# ---- snes_controller_responder_flat ----
==> snes_controller_responder_flat/placed.png <==
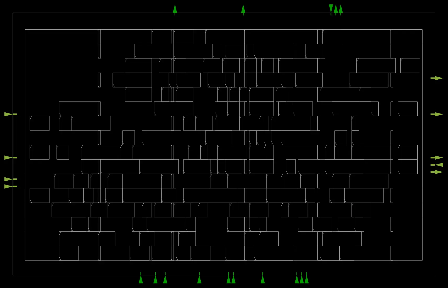

$ cat src/rtl/snes_controller_responder_if.sv
// Host-facing signal bundle for the SNES controller responder: latch/shift clock
// and buttons in, serial frame data and status out.
interface snes_controller_responder_if #(
  parameter int NUM_BUTTONS = 12,
  parameter int FRAME_BITS  = 16
);
  localparam int CNT_W = $clog2(FRAME_BITS) + 1;

  logic                   data_latch;
  logic                   snes_clk;
  logic [NUM_BUTTONS-1:0] buttons;
  logic                   serial_data;
  logic                   busy;
  logic                   frame_done;
  logic [CNT_W-1:0]       bit_count;

  modport master (
    output data_latch, snes_clk, buttons,
    input  serial_data, busy, frame_done, bit_count
  );

  modport slave (
    input  data_latch, snes_clk, buttons,
    output serial_data, busy, frame_done, bit_count
  );
endinterface

$ cat src/rtl/snes_controller_responder.sv
// Device side of the SNES pad protocol: latches buttons, shifts a 16-bit active-low frame.
// Define SNES_RESP_SYNC_EN for 2-flop input synchronizers (truly asynchronous hosts).
module snes_controller_responder #(
  parameter int   NUM_BUTTONS = 12,
  parameter int   FRAME_BITS  = 16,
  parameter logic TAIL_LEVEL  = 1'b0
) (
  input  logic                         clk,
  input  logic                         reset,
  snes_controller_responder_if.slave   bus
);
  localparam int CNT_W = $clog2(FRAME_BITS) + 1;

  typedef enum logic [1:0] {IDLE, LOAD, SHIFT, DONE} state_t;

  logic w_s_latch;
  logic w_s_clk;

`ifdef SNES_RESP_SYNC_EN
  logic r_latch_m, r_latch_s, r_clk_m, r_clk_s;

  always_ff @(posedge clk) begin
    if (reset) begin
      r_latch_m <= 1'b0;
      r_latch_s <= 1'b0;
      r_clk_m   <= 1'b1;
      r_clk_s   <= 1'b1;
    end else begin
      r_latch_m <= bus.data_latch;
      r_latch_s <= r_latch_m;
      r_clk_m   <= bus.snes_clk;
      r_clk_s   <= r_clk_m;
    end
  end

  assign w_s_latch = r_latch_s;
  assign w_s_clk   = r_clk_s;
`else
  logic r_latch_s, r_clk_s;

  always_ff @(posedge clk) begin
    if (reset) begin
      r_latch_s <= 1'b0;
      r_clk_s   <= 1'b1;
    end else begin
      r_latch_s <= bus.data_latch;
      r_clk_s   <= bus.snes_clk;
    end
  end

  assign w_s_latch = r_latch_s;
  assign w_s_clk   = r_clk_s;
`endif

  logic r_latch_prev, r_clk_prev;
  logic w_latch_rise, w_latch_fall, w_clk_rise;

  always_ff @(posedge clk) begin
    if (reset) begin
      r_latch_prev <= 1'b0;
      r_clk_prev   <= 1'b1;
    end else begin
      r_latch_prev <= w_s_latch;
      r_clk_prev   <= w_s_clk;
    end
  end

  assign w_latch_rise = w_s_latch & ~r_latch_prev;
  assign w_latch_fall = ~w_s_latch & r_latch_prev;
  assign w_clk_rise   = w_s_clk & ~r_clk_prev;

  // Frame image: inverted buttons in the low bits, padding reads as "not pressed".
  logic [FRAME_BITS-1:0] w_frame;

  always_comb begin
    w_frame                  = {FRAME_BITS{1'b1}};
    w_frame[NUM_BUTTONS-1:0] = ~bus.buttons;
  end

  state_t                r_state, w_state_nxt;
  logic [FRAME_BITS-1:0] r_sh, w_sh_nxt;
  logic [CNT_W-1:0]      r_cnt, w_cnt_nxt;
  logic                  r_done_evt, w_done_evt;

  always_ff @(posedge clk) begin
    if (reset) begin
      r_state    <= IDLE;
      r_sh       <= {FRAME_BITS{1'b1}};
      r_cnt      <= '0;
      r_done_evt <= 1'b0;
    end else begin
      r_state    <= w_state_nxt;
      r_sh       <= w_sh_nxt;
      r_cnt      <= w_cnt_nxt;
      r_done_evt <= w_done_evt;
    end
  end

  // A new latch always restarts the frame, even mid-shift and even on a coincident clk edge.
  always_comb begin
    w_state_nxt = r_state;
    w_sh_nxt    = r_sh;
    w_cnt_nxt   = r_cnt;
    w_done_evt  = 1'b0;
    if (w_latch_rise) begin
      w_state_nxt = LOAD;
      w_sh_nxt    = w_frame;
      w_cnt_nxt   = '0;
    end else begin
      case (r_state)
        LOAD: begin
          w_cnt_nxt = '0;
          if (w_s_latch) begin
            w_sh_nxt = w_frame;
          end
          if (w_latch_fall) begin
            w_state_nxt = SHIFT;
          end
        end
        SHIFT: begin
          if (w_clk_rise && !w_s_latch) begin
            w_sh_nxt = {1'b1, r_sh[FRAME_BITS-1:1]};
            if (r_cnt == CNT_W'(FRAME_BITS - 1)) begin
              w_state_nxt = DONE;
              w_cnt_nxt   = CNT_W'(FRAME_BITS);
              w_done_evt  = 1'b1;
            end else begin
              w_cnt_nxt = r_cnt + CNT_W'(1);
            end
          end
        end
        default: ;
      endcase
    end
  end

  // Output register stage: every output is a registered view of the FSM state.
  logic             r_serial_data, r_busy, r_frame_done;
  logic [CNT_W-1:0] r_bit_count;

  always_ff @(posedge clk) begin
    if (reset) begin
      r_serial_data <= 1'b1;
      r_busy        <= 1'b0;
      r_frame_done  <= 1'b0;
      r_bit_count   <= '0;
    end else begin
      case (r_state)
        LOAD, SHIFT: r_serial_data <= r_sh[0];
        DONE:        r_serial_data <= TAIL_LEVEL;
        default:     r_serial_data <= 1'b1;
      endcase
      r_busy       <= (r_state == SHIFT);
      r_frame_done <= r_done_evt;
      r_bit_count  <= r_cnt;
    end
  end

  assign bus.serial_data = r_serial_data;
  assign bus.busy        = r_busy;
  assign bus.frame_done  = r_frame_done;
  assign bus.bit_count   = r_bit_count;
endmodule
$ cat src/flat_wrapper.sv
// flat-port wrapper written by rule: the top's interface ports become plain ports
module snes_controller_responder_flat 
#(
  parameter int   NUM_BUTTONS = 12,
  parameter int   FRAME_BITS  = 16,
  parameter logic TAIL_LEVEL  = 1'b0
)
  (clk, reset, bus_data_latch, bus_snes_clk, bus_buttons, bus_serial_data, bus_busy, bus_frame_done, bus_bit_count);
  snes_controller_responder_if #(.NUM_BUTTONS(NUM_BUTTONS), .FRAME_BITS(FRAME_BITS)) bus_i ();
  input  logic clk;
  input  logic reset;
  input wire logic [$bits(bus_i.data_latch)-1:0] bus_data_latch;
  input wire logic [$bits(bus_i.snes_clk)-1:0] bus_snes_clk;
  input wire logic [$bits(bus_i.buttons)-1:0] bus_buttons;
  output wire logic [$bits(bus_i.serial_data)-1:0] bus_serial_data;
  output wire logic [$bits(bus_i.busy)-1:0] bus_busy;
  output wire logic [$bits(bus_i.frame_done)-1:0] bus_frame_done;
  output wire logic [$bits(bus_i.bit_count)-1:0] bus_bit_count;
  assign bus_i.data_latch = bus_data_latch;
  assign bus_i.snes_clk = bus_snes_clk;
  assign bus_i.buttons = bus_buttons;
  assign bus_serial_data = bus_i.serial_data;
  assign bus_busy = bus_i.busy;
  assign bus_frame_done = bus_i.frame_done;
  assign bus_bit_count = bus_i.bit_count;
  snes_controller_responder #(.NUM_BUTTONS(NUM_BUTTONS), .FRAME_BITS(FRAME_BITS), .TAIL_LEVEL(TAIL_LEVEL)) u_core (.clk(clk), .reset(reset), .bus(bus_i));
endmodule
$ cat config.mk
export PLATFORM = sky130hd
export DESIGN_NAME = snes_controller_responder_flat
export DESIGN_NICKNAME = d
export VERILOG_FILES = /design/src/rtl/snes_controller_responder_if.sv /design/src/rtl/snes_controller_responder.sv /design/src/flat_wrapper.sv
export SDC_FILE = /design/constraint.sdc
export NUM_CORES = 1
export LEC_CHECK = 0
export ABC_CLOCK_PERIOD_IN_PS = 2600
export CAP_MARGIN = 10
export CORE_ASPECT_RATIO = 0.6
export CORE_MARGIN = 2
export CORE_UTILIZATION = 40
export CTS_BUF_LIST = sky130_fd_sc_hd__clkbuf_4 sky130_fd_sc_hd__clkbuf_8
export DETAILED_ROUTE_END_ITERATION = 16
export HOLD_SLACK_MARGIN = 0.08
export PLACE_DENSITY = 0.67
export SYNTH_ARGS = -nofsm -noshare
export SYNTH_HDL_FRONTEND = slang
export SYNTH_SLANG_ARGS = --single-unit
$ cat constraint.sdc
create_clock -name clk -period 2.6 [get_ports clk]
set_input_delay 0.39 -clock clk [delete_from_list [all_inputs] [get_ports clk]]
set_output_delay 0.39 -clock clk [all_outputs]
set_load 0.02 [all_outputs]
# ---- sweep_sequencer ----
File: src/rtl/impedance_pkg.sv
// Shared types and constants for the impedance sweep sequencer.
// State encodings, DDS decade limit and watchdog defaults live here.
package impedance_pkg;

  typedef enum logic [2:0] {
    ST_IDLE    = 3'd0,
    ST_LOAD    = 3'd1,
    ST_SETTLE  = 3'd2,
    ST_CAPTURE = 3'd3,
    ST_NEXT    = 3'd4,
    ST_DONE    = 3'd5
  } state_t;

  localparam logic [2:0] MODE_MAX = 3'd3;
  localparam int TIMEOUT_CYC_DEF = 5000000;
  localparam int TMR_W = 23;

  // Timer preset giving max(cyc,1) cycles of SETTLE.
  function automatic logic [TMR_W-1:0] settle_preset(
    input logic [15:0] cyc
  );
    return (cyc == 16'd0) ? '0 : TMR_W'(cyc - 16'd1);
  endfunction

endpackage

File: src/rtl/sweep_sequencer_timer.sv
// cycle_timer: loadable down-counter with expired flag.
// Shared between SETTLE wait and CAPTURE watchdog.
module cycle_timer
  import impedance_pkg::*;
#(
  parameter int W = TMR_W
) (
  input  logic         i_clk,
  input  logic         i_rst,
  input  logic         i_load,
  input  logic [W-1:0] i_val,
  output logic         o_expired
);

  logic [W-1:0] r_cnt;

  // Load takes priority; otherwise count down to zero and hold.
  always_ff @(posedge i_clk) begin
    if (i_rst) begin
      r_cnt <= '0;
    end else if (i_load) begin
      r_cnt <= i_val;
    end else if (r_cnt != '0) begin
      r_cnt <= r_cnt - W'(1);
    end
  end

  assign o_expired = (r_cnt == '0);

endmodule

File: src/rtl/sweep_sequencer.sv
// sweep_sequencer: steps a DDS through N frequency points.
// Optional capture watchdog enabled by defining SWEEP_TIMEOUT_EN.
module sweep_sequencer
  import impedance_pkg::*;
#(
  parameter int POINTS_PER_DECADE = 10,
  parameter int TIMEOUT_CYC = TIMEOUT_CYC_DEF
) (
  input  logic        Fg_CLK,
  input  logic        Fg_RESET,
  input  logic        iStart,
  input  logic        iAbort,
  input  logic [7:0]  iNumPoints,
  input  logic [15:0] iSettleCyc,
  input  logic        iCaptureDone,
  output logic [7:0]  oFreqIdx,
  output logic [2:0]  oDDSMode,
  output logic        oFreqLoad,
  output logic        oCaptureReq,
  output logic        oBusy,
  output logic        oSweepDone,
  output logic        oTimeout
);

  localparam logic [7:0] PPD_LAST = 8'(POINTS_PER_DECADE - 1);
  localparam logic [TMR_W-1:0] TO_PRESET =
    TMR_W'(((TIMEOUT_CYC < 1) ? 1 : TIMEOUT_CYC) - 1);

  state_t           r_state;
  logic [7:0]       r_num;
  logic [7:0]       r_idx;
  logic [7:0]       r_sub;
  logic [2:0]       r_mode;
  logic             r_load;
  logic             r_req;
  logic             r_busy;
  logic             r_done;
  logic             r_tout;
  logic             w_expired;
  logic             w_tmr_load;
  logic [TMR_W-1:0] w_tmr_val;

  // Timer preset: settle length in LOAD, watchdog on CAPTURE entry.
  always_comb begin
    w_tmr_val  = (r_state == ST_LOAD) ?
                 settle_preset(iSettleCyc) : TO_PRESET;
    w_tmr_load = (r_state == ST_LOAD);
`ifdef SWEEP_TIMEOUT_EN
    if (r_state == ST_SETTLE && w_expired && !iAbort)
      w_tmr_load = 1'b1;
`endif
  end

  cycle_timer #(.W(TMR_W)) u_timer (
    .i_clk     (Fg_CLK),
    .i_rst     (Fg_RESET),
    .i_load    (w_tmr_load),
    .i_val     (w_tmr_val),
    .o_expired (w_expired)
  );

  // Sweep FSM with registered outputs; abort overrides every state.
  always_ff @(posedge Fg_CLK) begin
    if (Fg_RESET) begin
      r_state <= ST_IDLE;
      r_num   <= '0;
      r_idx   <= '0;
      r_sub   <= '0;
      r_mode  <= '0;
      r_load  <= 1'b0;
      r_req   <= 1'b0;
      r_busy  <= 1'b0;
      r_done  <= 1'b0;
      r_tout  <= 1'b0;
    end else begin
      r_load <= 1'b0;
      r_done <= 1'b0;
      if (r_state != ST_IDLE && iAbort) begin
        r_state <= ST_IDLE;
        r_req   <= 1'b0;
        r_busy  <= 1'b0;
      end else begin
        unique case (r_state)
          ST_IDLE: begin
            if (iStart) begin
              r_num   <= (iNumPoints == 8'd0) ? 8'd1 : iNumPoints;
              r_idx   <= '0;
              r_sub   <= '0;
              r_mode  <= '0;
              r_tout  <= 1'b0;
              r_load  <= 1'b1;
              r_busy  <= 1'b1;
              r_state <= ST_LOAD;
            end
          end
          ST_LOAD: begin
            r_state <= ST_SETTLE;
          end
          ST_SETTLE: begin
            if (w_expired) begin
              r_req   <= 1'b1;
              r_state <= ST_CAPTURE;
            end
          end
          ST_CAPTURE: begin
            if (iCaptureDone) begin
              r_req   <= 1'b0;
              r_state <= ST_NEXT;
            end
`ifdef SWEEP_TIMEOUT_EN
            else if (w_expired) begin
              r_req   <= 1'b0;
              r_tout  <= 1'b1;
              r_busy  <= 1'b0;
              r_state <= ST_IDLE;
            end
`endif
          end
          ST_NEXT: begin
            if (r_idx == r_num - 8'd1) begin
              r_done  <= 1'b1;
              r_state <= ST_DONE;
            end else begin
              r_idx   <= r_idx + 8'd1;
              r_load  <= 1'b1;
              r_state <= ST_LOAD;
              if (r_sub == PPD_LAST) begin
                r_sub <= '0;
                if (r_mode < MODE_MAX)
                  r_mode <= r_mode + 3'd1;
              end else begin
                r_sub <= r_sub + 8'd1;
              end
            end
          end
          ST_DONE: begin
            r_busy  <= 1'b0;
            r_state <= ST_IDLE;
          end
          default: begin
            r_req   <= 1'b0;
            r_busy  <= 1'b0;
            r_state <= ST_IDLE;
          end
        endcase
      end
    end
  end

  assign oFreqIdx    = r_idx;
  assign oDDSMode    = r_mode;
  assign oFreqLoad   = r_load;
  assign oCaptureReq = r_req;
  assign oBusy       = r_busy;
  assign oSweepDone  = r_done;
  assign oTimeout    = r_tout;

endmodule

File: config.mk
export PLATFORM = sky130hd
export DESIGN_NAME = sweep_sequencer
export DESIGN_NICKNAME = d
export VERILOG_FILES = /design/src/rtl/impedance_pkg.sv /design/src/rtl/sweep_sequencer_timer.sv /design/src/rtl/sweep_sequencer.sv
export SDC_FILE = /design/constraint.sdc
export NUM_CORES = 1
export LEC_CHECK = 0
export CAP_MARGIN = 20
export CORE_MARGIN = 3
export CORE_UTILIZATION = 40
export CTS_CLUSTER_SIZE = 8
export DETAILED_ROUTE_END_ITERATION = 10
export PLACE_DENSITY = 0.7
export SYNTH_ARGS = -nofsm -noshare
export SYNTH_HDL_FRONTEND = slang
export SYNTH_SLANG_ARGS = --single-unit
File: constraint.sdc
create_clock -name Fg_CLK -period 3.2 [get_ports Fg_CLK]
set_clock_uncertainty 0.2 [all_clocks]
set_input_delay 0.48 -clock Fg_CLK [delete_from_list [all_inputs] [get_ports Fg_CLK]]
set_output_delay 0.48 -clock Fg_CLK [all_outputs]
set_load 0.1 [all_outputs]
# ---- alu_arbiter ----
<file path="src/rtl/alu_arbiter.sv">
// Two-port arbiter/sequencer sharing one external combinational 32-bit ALU.
// Accepts one operation at a time, registers operands, captures result/flags, returns them with backpressure.
module alu_arbiter #(
    parameter bit PRIORITY_MODE = 1'b0
) (
    input  logic        clk,
    input  logic        rst_n,
    input  logic        req0_valid,
    output logic        req0_ready,
    input  logic [31:0] req0_a,
    input  logic [31:0] req0_b,
    input  logic [2:0]  req0_op,
    input  logic        req1_valid,
    output logic        req1_ready,
    input  logic [31:0] req1_a,
    input  logic [31:0] req1_b,
    input  logic [2:0]  req1_op,
    output logic [31:0] alu_a,
    output logic [31:0] alu_b,
    output logic [2:0]  alu_op,
    input  logic [31:0] alu_result,
    input  logic        alu_carry,
    input  logic        alu_zero,
    input  logic        alu_negative,
    input  logic        alu_overflow,
    output logic        rsp0_valid,
    input  logic        rsp0_ready,
    output logic        rsp1_valid,
    input  logic        rsp1_ready,
    output logic [31:0] rsp_result,
    output logic [3:0]  rsp_flags,
    output logic        busy
);

    localparam logic [2:0] OP_ADD = 3'b000;
    localparam logic [2:0] OP_SUB = 3'b001;

    typedef enum logic [1:0] {
        ST_IDLE = 2'd0,
        ST_EXEC = 2'd1,
        ST_RESP = 2'd2
    } state_e;

    state_e      state_q, state_d;
    logic        last_grant_q, last_grant_d;
    logic        grant_id_q, grant_id_d;
    logic [31:0] alu_a_q, alu_a_d;
    logic [31:0] alu_b_q, alu_b_d;
    logic [2:0]  alu_op_q, alu_op_d;
    logic [31:0] rsp_result_q, rsp_result_d;
    logic [3:0]  rsp_flags_q, rsp_flags_d;
    logic        rsp0_valid_q, rsp0_valid_d;
    logic        rsp1_valid_q, rsp1_valid_d;
    logic        busy_q, busy_d;

    logic        gnt0_s, gnt1_s;
    logic        accept_s;
    logic        rsp_fire_s;
    logic        arith_s;

    // Arbitration winner; in round-robin a tie goes to the port that did not win last.
    always_comb begin
        gnt0_s = 1'b0;
        if (PRIORITY_MODE == 1'b1) begin
            gnt0_s = req0_valid;
        end else if (req0_valid && req1_valid) begin
            gnt0_s = last_grant_q;
        end else begin
            gnt0_s = req0_valid;
        end
        gnt1_s = req1_valid && !gnt0_s;
    end

    assign req0_ready = (state_q == ST_IDLE) && gnt0_s;
    assign req1_ready = (state_q == ST_IDLE) && gnt1_s;
    assign accept_s   = req0_ready || req1_ready;
    assign rsp_fire_s = grant_id_q ? (rsp1_valid_q && rsp1_ready) : (rsp0_valid_q && rsp0_ready);
    assign arith_s    = (alu_op_q == OP_ADD) || (alu_op_q == OP_SUB);

    // Next-state and next-register values for the IDLE/EXEC/RESP sequencer.
    always_comb begin
        state_d      = state_q;
        last_grant_d = last_grant_q;
        grant_id_d   = grant_id_q;
        alu_a_d      = alu_a_q;
        alu_b_d      = alu_b_q;
        alu_op_d     = alu_op_q;
        rsp_result_d = rsp_result_q;
        rsp_flags_d  = rsp_flags_q;
        rsp0_valid_d = rsp0_valid_q;
        rsp1_valid_d = rsp1_valid_q;
        busy_d       = busy_q;
        case (state_q)
            ST_IDLE: begin
                if (accept_s) begin
                    state_d    = ST_EXEC;
                    busy_d     = 1'b1;
                    grant_id_d = gnt1_s;
                    alu_a_d    = gnt1_s ? req1_a  : req0_a;
                    alu_b_d    = gnt1_s ? req1_b  : req0_b;
                    alu_op_d   = gnt1_s ? req1_op : req0_op;
                end else begin
                    state_d = ST_IDLE;
                end
            end
            ST_EXEC: begin
                state_d      = ST_RESP;
                rsp_result_d = alu_result;
                // Carry/overflow only carry meaning for ADD and SUB.
                rsp_flags_d  = {alu_overflow && arith_s, alu_negative, alu_zero, alu_carry && arith_s};
                rsp0_valid_d = !grant_id_q;
                rsp1_valid_d = grant_id_q;
            end
            ST_RESP: begin
                if (rsp_fire_s) begin
                    state_d      = ST_IDLE;
                    rsp0_valid_d = 1'b0;
                    rsp1_valid_d = 1'b0;
                    busy_d       = 1'b0;
                    last_grant_d = grant_id_q;
                end else begin
                    state_d = ST_RESP;
                end
            end
            default: begin
                state_d      = ST_IDLE;
                rsp0_valid_d = 1'b0;
                rsp1_valid_d = 1'b0;
                busy_d       = 1'b0;
            end
        endcase
    end

    // State and datapath registers; reset drops any in-flight operation.
    always_ff @(posedge clk or negedge rst_n) begin
        if (!rst_n) begin
            state_q      <= ST_IDLE;
            last_grant_q <= 1'b1;
            grant_id_q   <= 1'b0;
            alu_a_q      <= 32'd0;
            alu_b_q      <= 32'd0;
            alu_op_q     <= 3'b000;
            rsp_result_q <= 32'd0;
            rsp_flags_q  <= 4'd0;
            rsp0_valid_q <= 1'b0;
            rsp1_valid_q <= 1'b0;
            busy_q       <= 1'b0;
        end else begin
            state_q      <= state_d;
            last_grant_q <= last_grant_d;
            grant_id_q   <= grant_id_d;
            alu_a_q      <= alu_a_d;
            alu_b_q      <= alu_b_d;
            alu_op_q     <= alu_op_d;
            rsp_result_q <= rsp_result_d;
            rsp_flags_q  <= rsp_flags_d;
            rsp0_valid_q <= rsp0_valid_d;
            rsp1_valid_q <= rsp1_valid_d;
            busy_q       <= busy_d;
        end
    end

    assign alu_a      = alu_a_q;
    assign alu_b      = alu_b_q;
    assign alu_op     = alu_op_q;
    assign rsp_result = rsp_result_q;
    assign rsp_flags  = rsp_flags_q;
    assign rsp0_valid = rsp0_valid_q;
    assign rsp1_valid = rsp1_valid_q;
    assign busy       = busy_q;

endmodule

</file>
<file path="config.mk">
export PLATFORM = sky130hd
export DESIGN_NAME = alu_arbiter
export DESIGN_NICKNAME = d
export VERILOG_FILES = /design/src/rtl/alu_arbiter.sv
export SDC_FILE = /design/constraint.sdc
export NUM_CORES = 1
export LEC_CHECK = 0
export ABC_AREA = 1
export CORE_ASPECT_RATIO = 1.25
export CORE_MARGIN = 8
export CORE_UTILIZATION = 35
export CTS_CLUSTER_SIZE = 28
export DETAILED_ROUTE_END_ITERATION = 8
export GPL_ROUTABILITY_DRIVEN = 1
export PLACE_DENSITY = 0.74
export SLEW_MARGIN = 10
export SYNTH_ARGS = -nofsm -noshare
export SYNTH_HDL_FRONTEND = slang
export SYNTH_SLANG_ARGS = --single-unit
export TNS_END_PERCENT = 5
</file>
<file path="constraint.sdc">
create_clock -name clk -period 3.97 [get_ports clk]
set_clock_uncertainty 0.2 [all_clocks]
set_input_delay 0.794 -clock clk [delete_from_list [all_inputs] [get_ports clk]]
set_output_delay 0.794 -clock clk [all_outputs]
set_load 0.02 [all_outputs]
</file>
==> sweep_sequencer/util_map.png <==
(4 px per um) The die is cut into 10 by 10 equal tiles; dark blue is low, red is high, 0 to 100% covered.
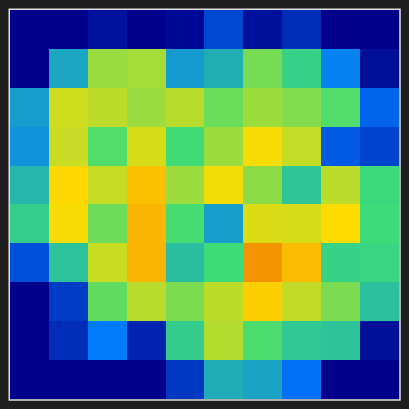
nearly empty tiles = 15%
densest ninth of the die = centre
emptiest ninth of the die = lower left
tiles over 75% full = 8.0%
final core utilization: 51.2%
Core Footprint: 7930 um^2
FP Util: 42.1%

==> qor.txt, sweep_sequencer <==
run status -> completed
layout buffer count excluding clock buffers -> 54
TNS Setup -> 0 ps
clk tree area frac -> 4.75%
area leader, netlist -> dfxtp_1
cell count after synthesis -> 417
hold depth -> 2
Yosys warning total -> 0
max incr delay on CP -> 450 ps
wire per inst -> 14.7 um
Non-Filler Cell Area, Final -> 4060 um^2
Internal -> 1740 uW
Comb/total area -> 51.1%
min cycle time layout -> 2700 ps
antenna cells -> 0
-- sweep_sequencer: sequential cells by signal (all words and copies together), names as in the netlist, 3 cells and up --
register / flops
r_num: 8
oDDSMode: 3
oFreqIdx: 8
r_sub: 8
r_state: 3
u_timer.r_cnt: 23
-- sweep_sequencer: routing by layer --
metal | global-route usage [%] | vias up
met3 | 4.02 | 14
met5 | 0 | -
li1 | - | 1618
met2 | 31.8 | 84
met4 | 8.63 | 0
met1 | 21.7 | 1508
-- sweep_sequencer: cell usage in the layout (no fill, tap or decap), drive strengths merged, types with 16 or more instances in the layout --
cell | netlist | layout
nand2 | 51 | 51
nor2 | 30 | 30
xor2 | 16 | 16
clkdlybuf4s50 | 0 | 28
o21ai | 17 | 17
dfxtp | 57 | 57
xnor2 | 19 | 19
buf | 3 | 26
nor3 | 18 | 18
a21oi | 31 | 31
-- sweep_sequencer: tightest hold or removal path: cells and delay by family, from the launching register on --
kind               cells  cell delay, ps
DFF                    1             310
AOI/OAI and AO/OA      1              60
and+or+nand+nor        1              50
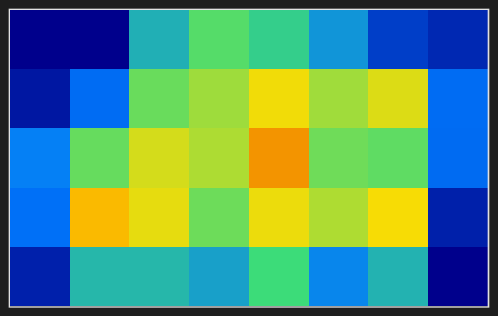
(snes_controller_responder_flat/util_map.png)
(6 px per um) The die is cut into 8 by 5 equal tiles; dark blue is low, red is high, 0 to 100% covered.
mean over tiles = 42%
tiles over 75% full = 5.0%
nearly empty tiles = 7.5%
fullest tile = 83%
emptiest ninth of the die = upper left
densest ninth of the die = centre
FP Util: 42.1%
Core Footprint: 3260 um^2
final core utilization: 52.6%

About snes_controller_responder_flat/placed.png:
n_taps: 45
row cnt: 16
Layout Cells excl Fill: 204
Seq cells: 32
fill cell count: 306

==> qor.txt, snes_controller_responder_flat <==
clk sinks -> 32
biggest area cells -> dfxtp_1 (47%), a211o_1 (7.0%), a211oi_1 (6.6%), nor3_1 (5.1%), ha_1 (4.6%)
remaining design rule violation count -> 0
delay-heaviest family, CP -> AND-OR/OR-AND gates
total congestion overflow -> 0
die area -> 3930 um^2
Final HPWL DP -> 1940 um
critical path type -> register to register
run status -> completed
cell count after synthesis -> 136
area leader, netlist -> dfxtp_1
H-Tree Depth -> 2
Yosys warning total -> 0
DR vias -> 1052
Net Sw Frac -> 32.2%
Total Routing Usage GR -> 16.1%
number of buffers created by CTS -> 5
Synth top cell by count -> dfxtp_1
first-pass GRT wire length -> 4740 um
max incr delay on CP -> 790 ps
Worst VDD drop -> 0.396 mV
final setup fails -> 0
Max-Slew Margin vs Limit -> 41.7%
hold path startpoint -> u_core.r_done_evt
DRT Pass-1 Iters -> 4
Commonest flop -> dfxtp_1
snes_controller_responder_flat: through the flow:
stage               area [um^2]  std cells  setup WS [ps]  util (%)  hold WS, ps
floorplan                  1370        136            752         -          414
finish                     1720        204            328      52.6          441
global placement           1620        196            508      49.6          420
global route               1720        204            112      52.6          463
CTS                        1720        204            323      52.6          447
detailed placement         1620        196            329      49.6          433
snes_controller_responder_flat: cell type report:
class,count,area [um^2]
Fill cell,306,1550
Multi-Input combinational cell,89,657
Sequential cell,32,641
Timing Repair Buffer,25,245
Clock buffer,8,97.6
Tap cell,45,56.3
Inverter,5,18.8
snes_controller_responder_flat: metal layers:
metal | up-vias | GRT usage (%) | part of all wire [%] | routed length (um)
li1 | 534 | - | - | -
met1 | 488 | 21.1 | 52 | 1420
met2 | 30 | 22.8 | 44 | 1200
met3 | 0 | 5.00 | 4.6 | 125
met4 | 0 | 10.1 | 0 | 0
met5 | - | 0 | 0 | 0
snes_controller_responder_flat: power by group through the flow:
stage	Clock, uW	Combinational [uW]	Sequential, uW
final	404	476	686
after CTS	413	479	684
after floorplan	0	384	687
after global routing	437	532	702
after detailed placement	0	477	693
after global placement	0	448	690
==> alu_arbiter/placed.png <==
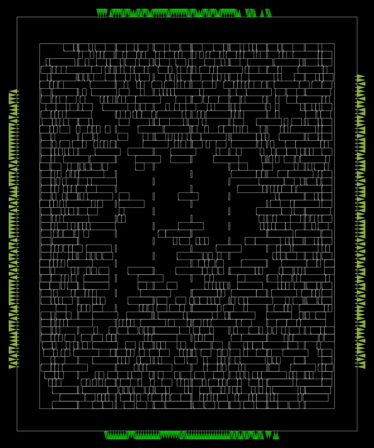
Core Footprint: 14300 um^2
Seq cells: 110
n_taps: 178
fill cell count: 1347

==> alu_arbiter/port_trees.png <==
(2 px per um)
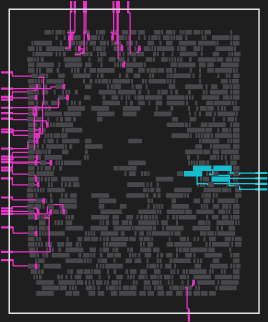
magenta -> req0_b  # bits 32, direction input, edge 23 left, 8 top, 1 bottom, end cells 32, buffers 32, wire 618 um
cyan -> rsp_flags  # bits 4, direction output, edge right, end cells 4, buffers 4, wire 90.8 um
Ports: 284
Port-buffer cells: 283

==> qor.txt, alu_arbiter <==
dpl cell area -> 8070 um^2
Post-synth EDFFs -> 0
run status -> completed
syn_nets -> 876
Max-Slew Margin vs Limit -> 42.3%
RSZ-0062 raised after global routing -> false
CTS Root Cell -> clkbuf_16
first-pass GRT wire length -> 27900 um
wire per inst -> 15.7 um
Net Sw Frac -> 42.2%
placed cells -> 1126
clock slew at reported path FFs -> 70 ps
Yosys chip area -> 5120 um^2
Critical Path Most Common Cell -> clkdlybuf4s50_1
CP arrival -> 2260 ps
Synth top cell by count -> nand2_1
NetSw -> 2630 uW
row cnt -> 49
tool warning count -> 26
hold depth -> 2
Critical R2R Capture -> alu_a[7]
H-Tree Depth -> 3
chip height -> 151 um
critical path type -> input pin to output port
Unique cell types -> 17
clk sinks -> 110
Top cell area share -> 53.3%
dpl ws -> 716 ps
Final WS setup -> 719 ps
Clock Power Share -> 14.7%
largest net degree at the start of global routing -> 70
Hold Slack -> 272 ps
Non-Filler Cell Area, Final -> 8370 um^2
Routed met2 length -> 9000 um
max incr delay on CP -> 620 ps
min cycle time layout -> 3250 ps
delay-heaviest family, CP -> buffers and inverters
DR iter-0 viols -> 243
alu_arbiter: cells in the final DEF (no fill, tap or decap), drive strengths merged, types with 2 or more instances in the layout:
cell type and count:
inv 13, clkdlybuf4s50 282, clkbuf 10, nand3 74, o21ai 3, nor2 3, clkinv 2, dfrtp 109
nand2 455, buf 8
alu_arbiter: cell families (layout without fill, tap and decap cells):
family	Yosys count	count (layout)	share of synthesized area, %
buffers and inverters	53	317	4.52
AND-OR/OR-AND	5	5	0.611
flip-flops	110	110	53.8
AND/OR/NAND/NOR	532	532	41.1
alu_arbiter: tightest hold or removal path, cell delays in order, from the launching register on:
cell and delay (ps):
dfrtp_1 340, nand2_1 50, nand2_1 50
alu_arbiter: final cells by class:
type                       count  area, um^2  area share (%)
sequential                   110        2750            32.9
multi-input combinational    537        2140            25.6
tap                          178         223            2.66
clock inverter                 6        68.8           0.822
inverter                      11        41.3           0.493
timing repair buffer         290        2910            34.7
clock buffer                  10         229            2.74
alu_arbiter: power by group through the flow:
stage                     registers (uW)  logic, uW  clock network [uW]
final                               1960       3350                 917
after global routing                2030       3690                 988
after CTS                           1960       3420                 948
after detailed placement            1970       3410                   0
after global placement              1960       3370                   0
after floorplan                     2580       1170                   0


==> screenshots <==
Drive-strength map.
image #1
(4 px per um)
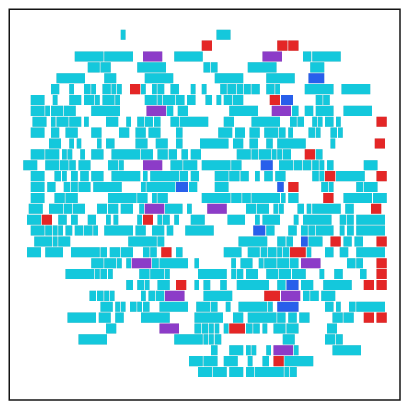
image #2
(6 px per um)
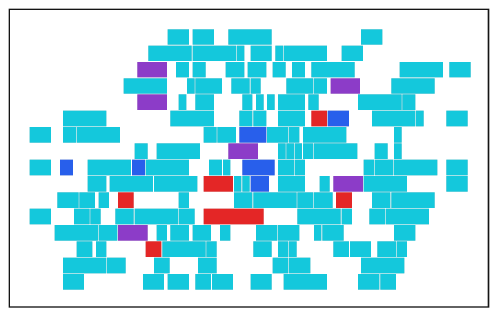
image #3
(2 px per um)
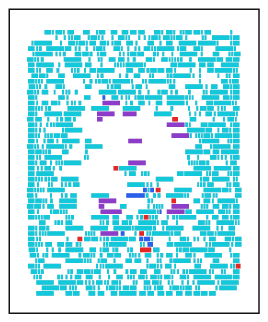
sweep_sequencer -> image #1
alu_arbiter -> image #3
snes_controller_responder_flat -> image #2
- largest die: image #3
- smallest die: image #2

No activity file was given, so power comes from the tool's default toggle rates.
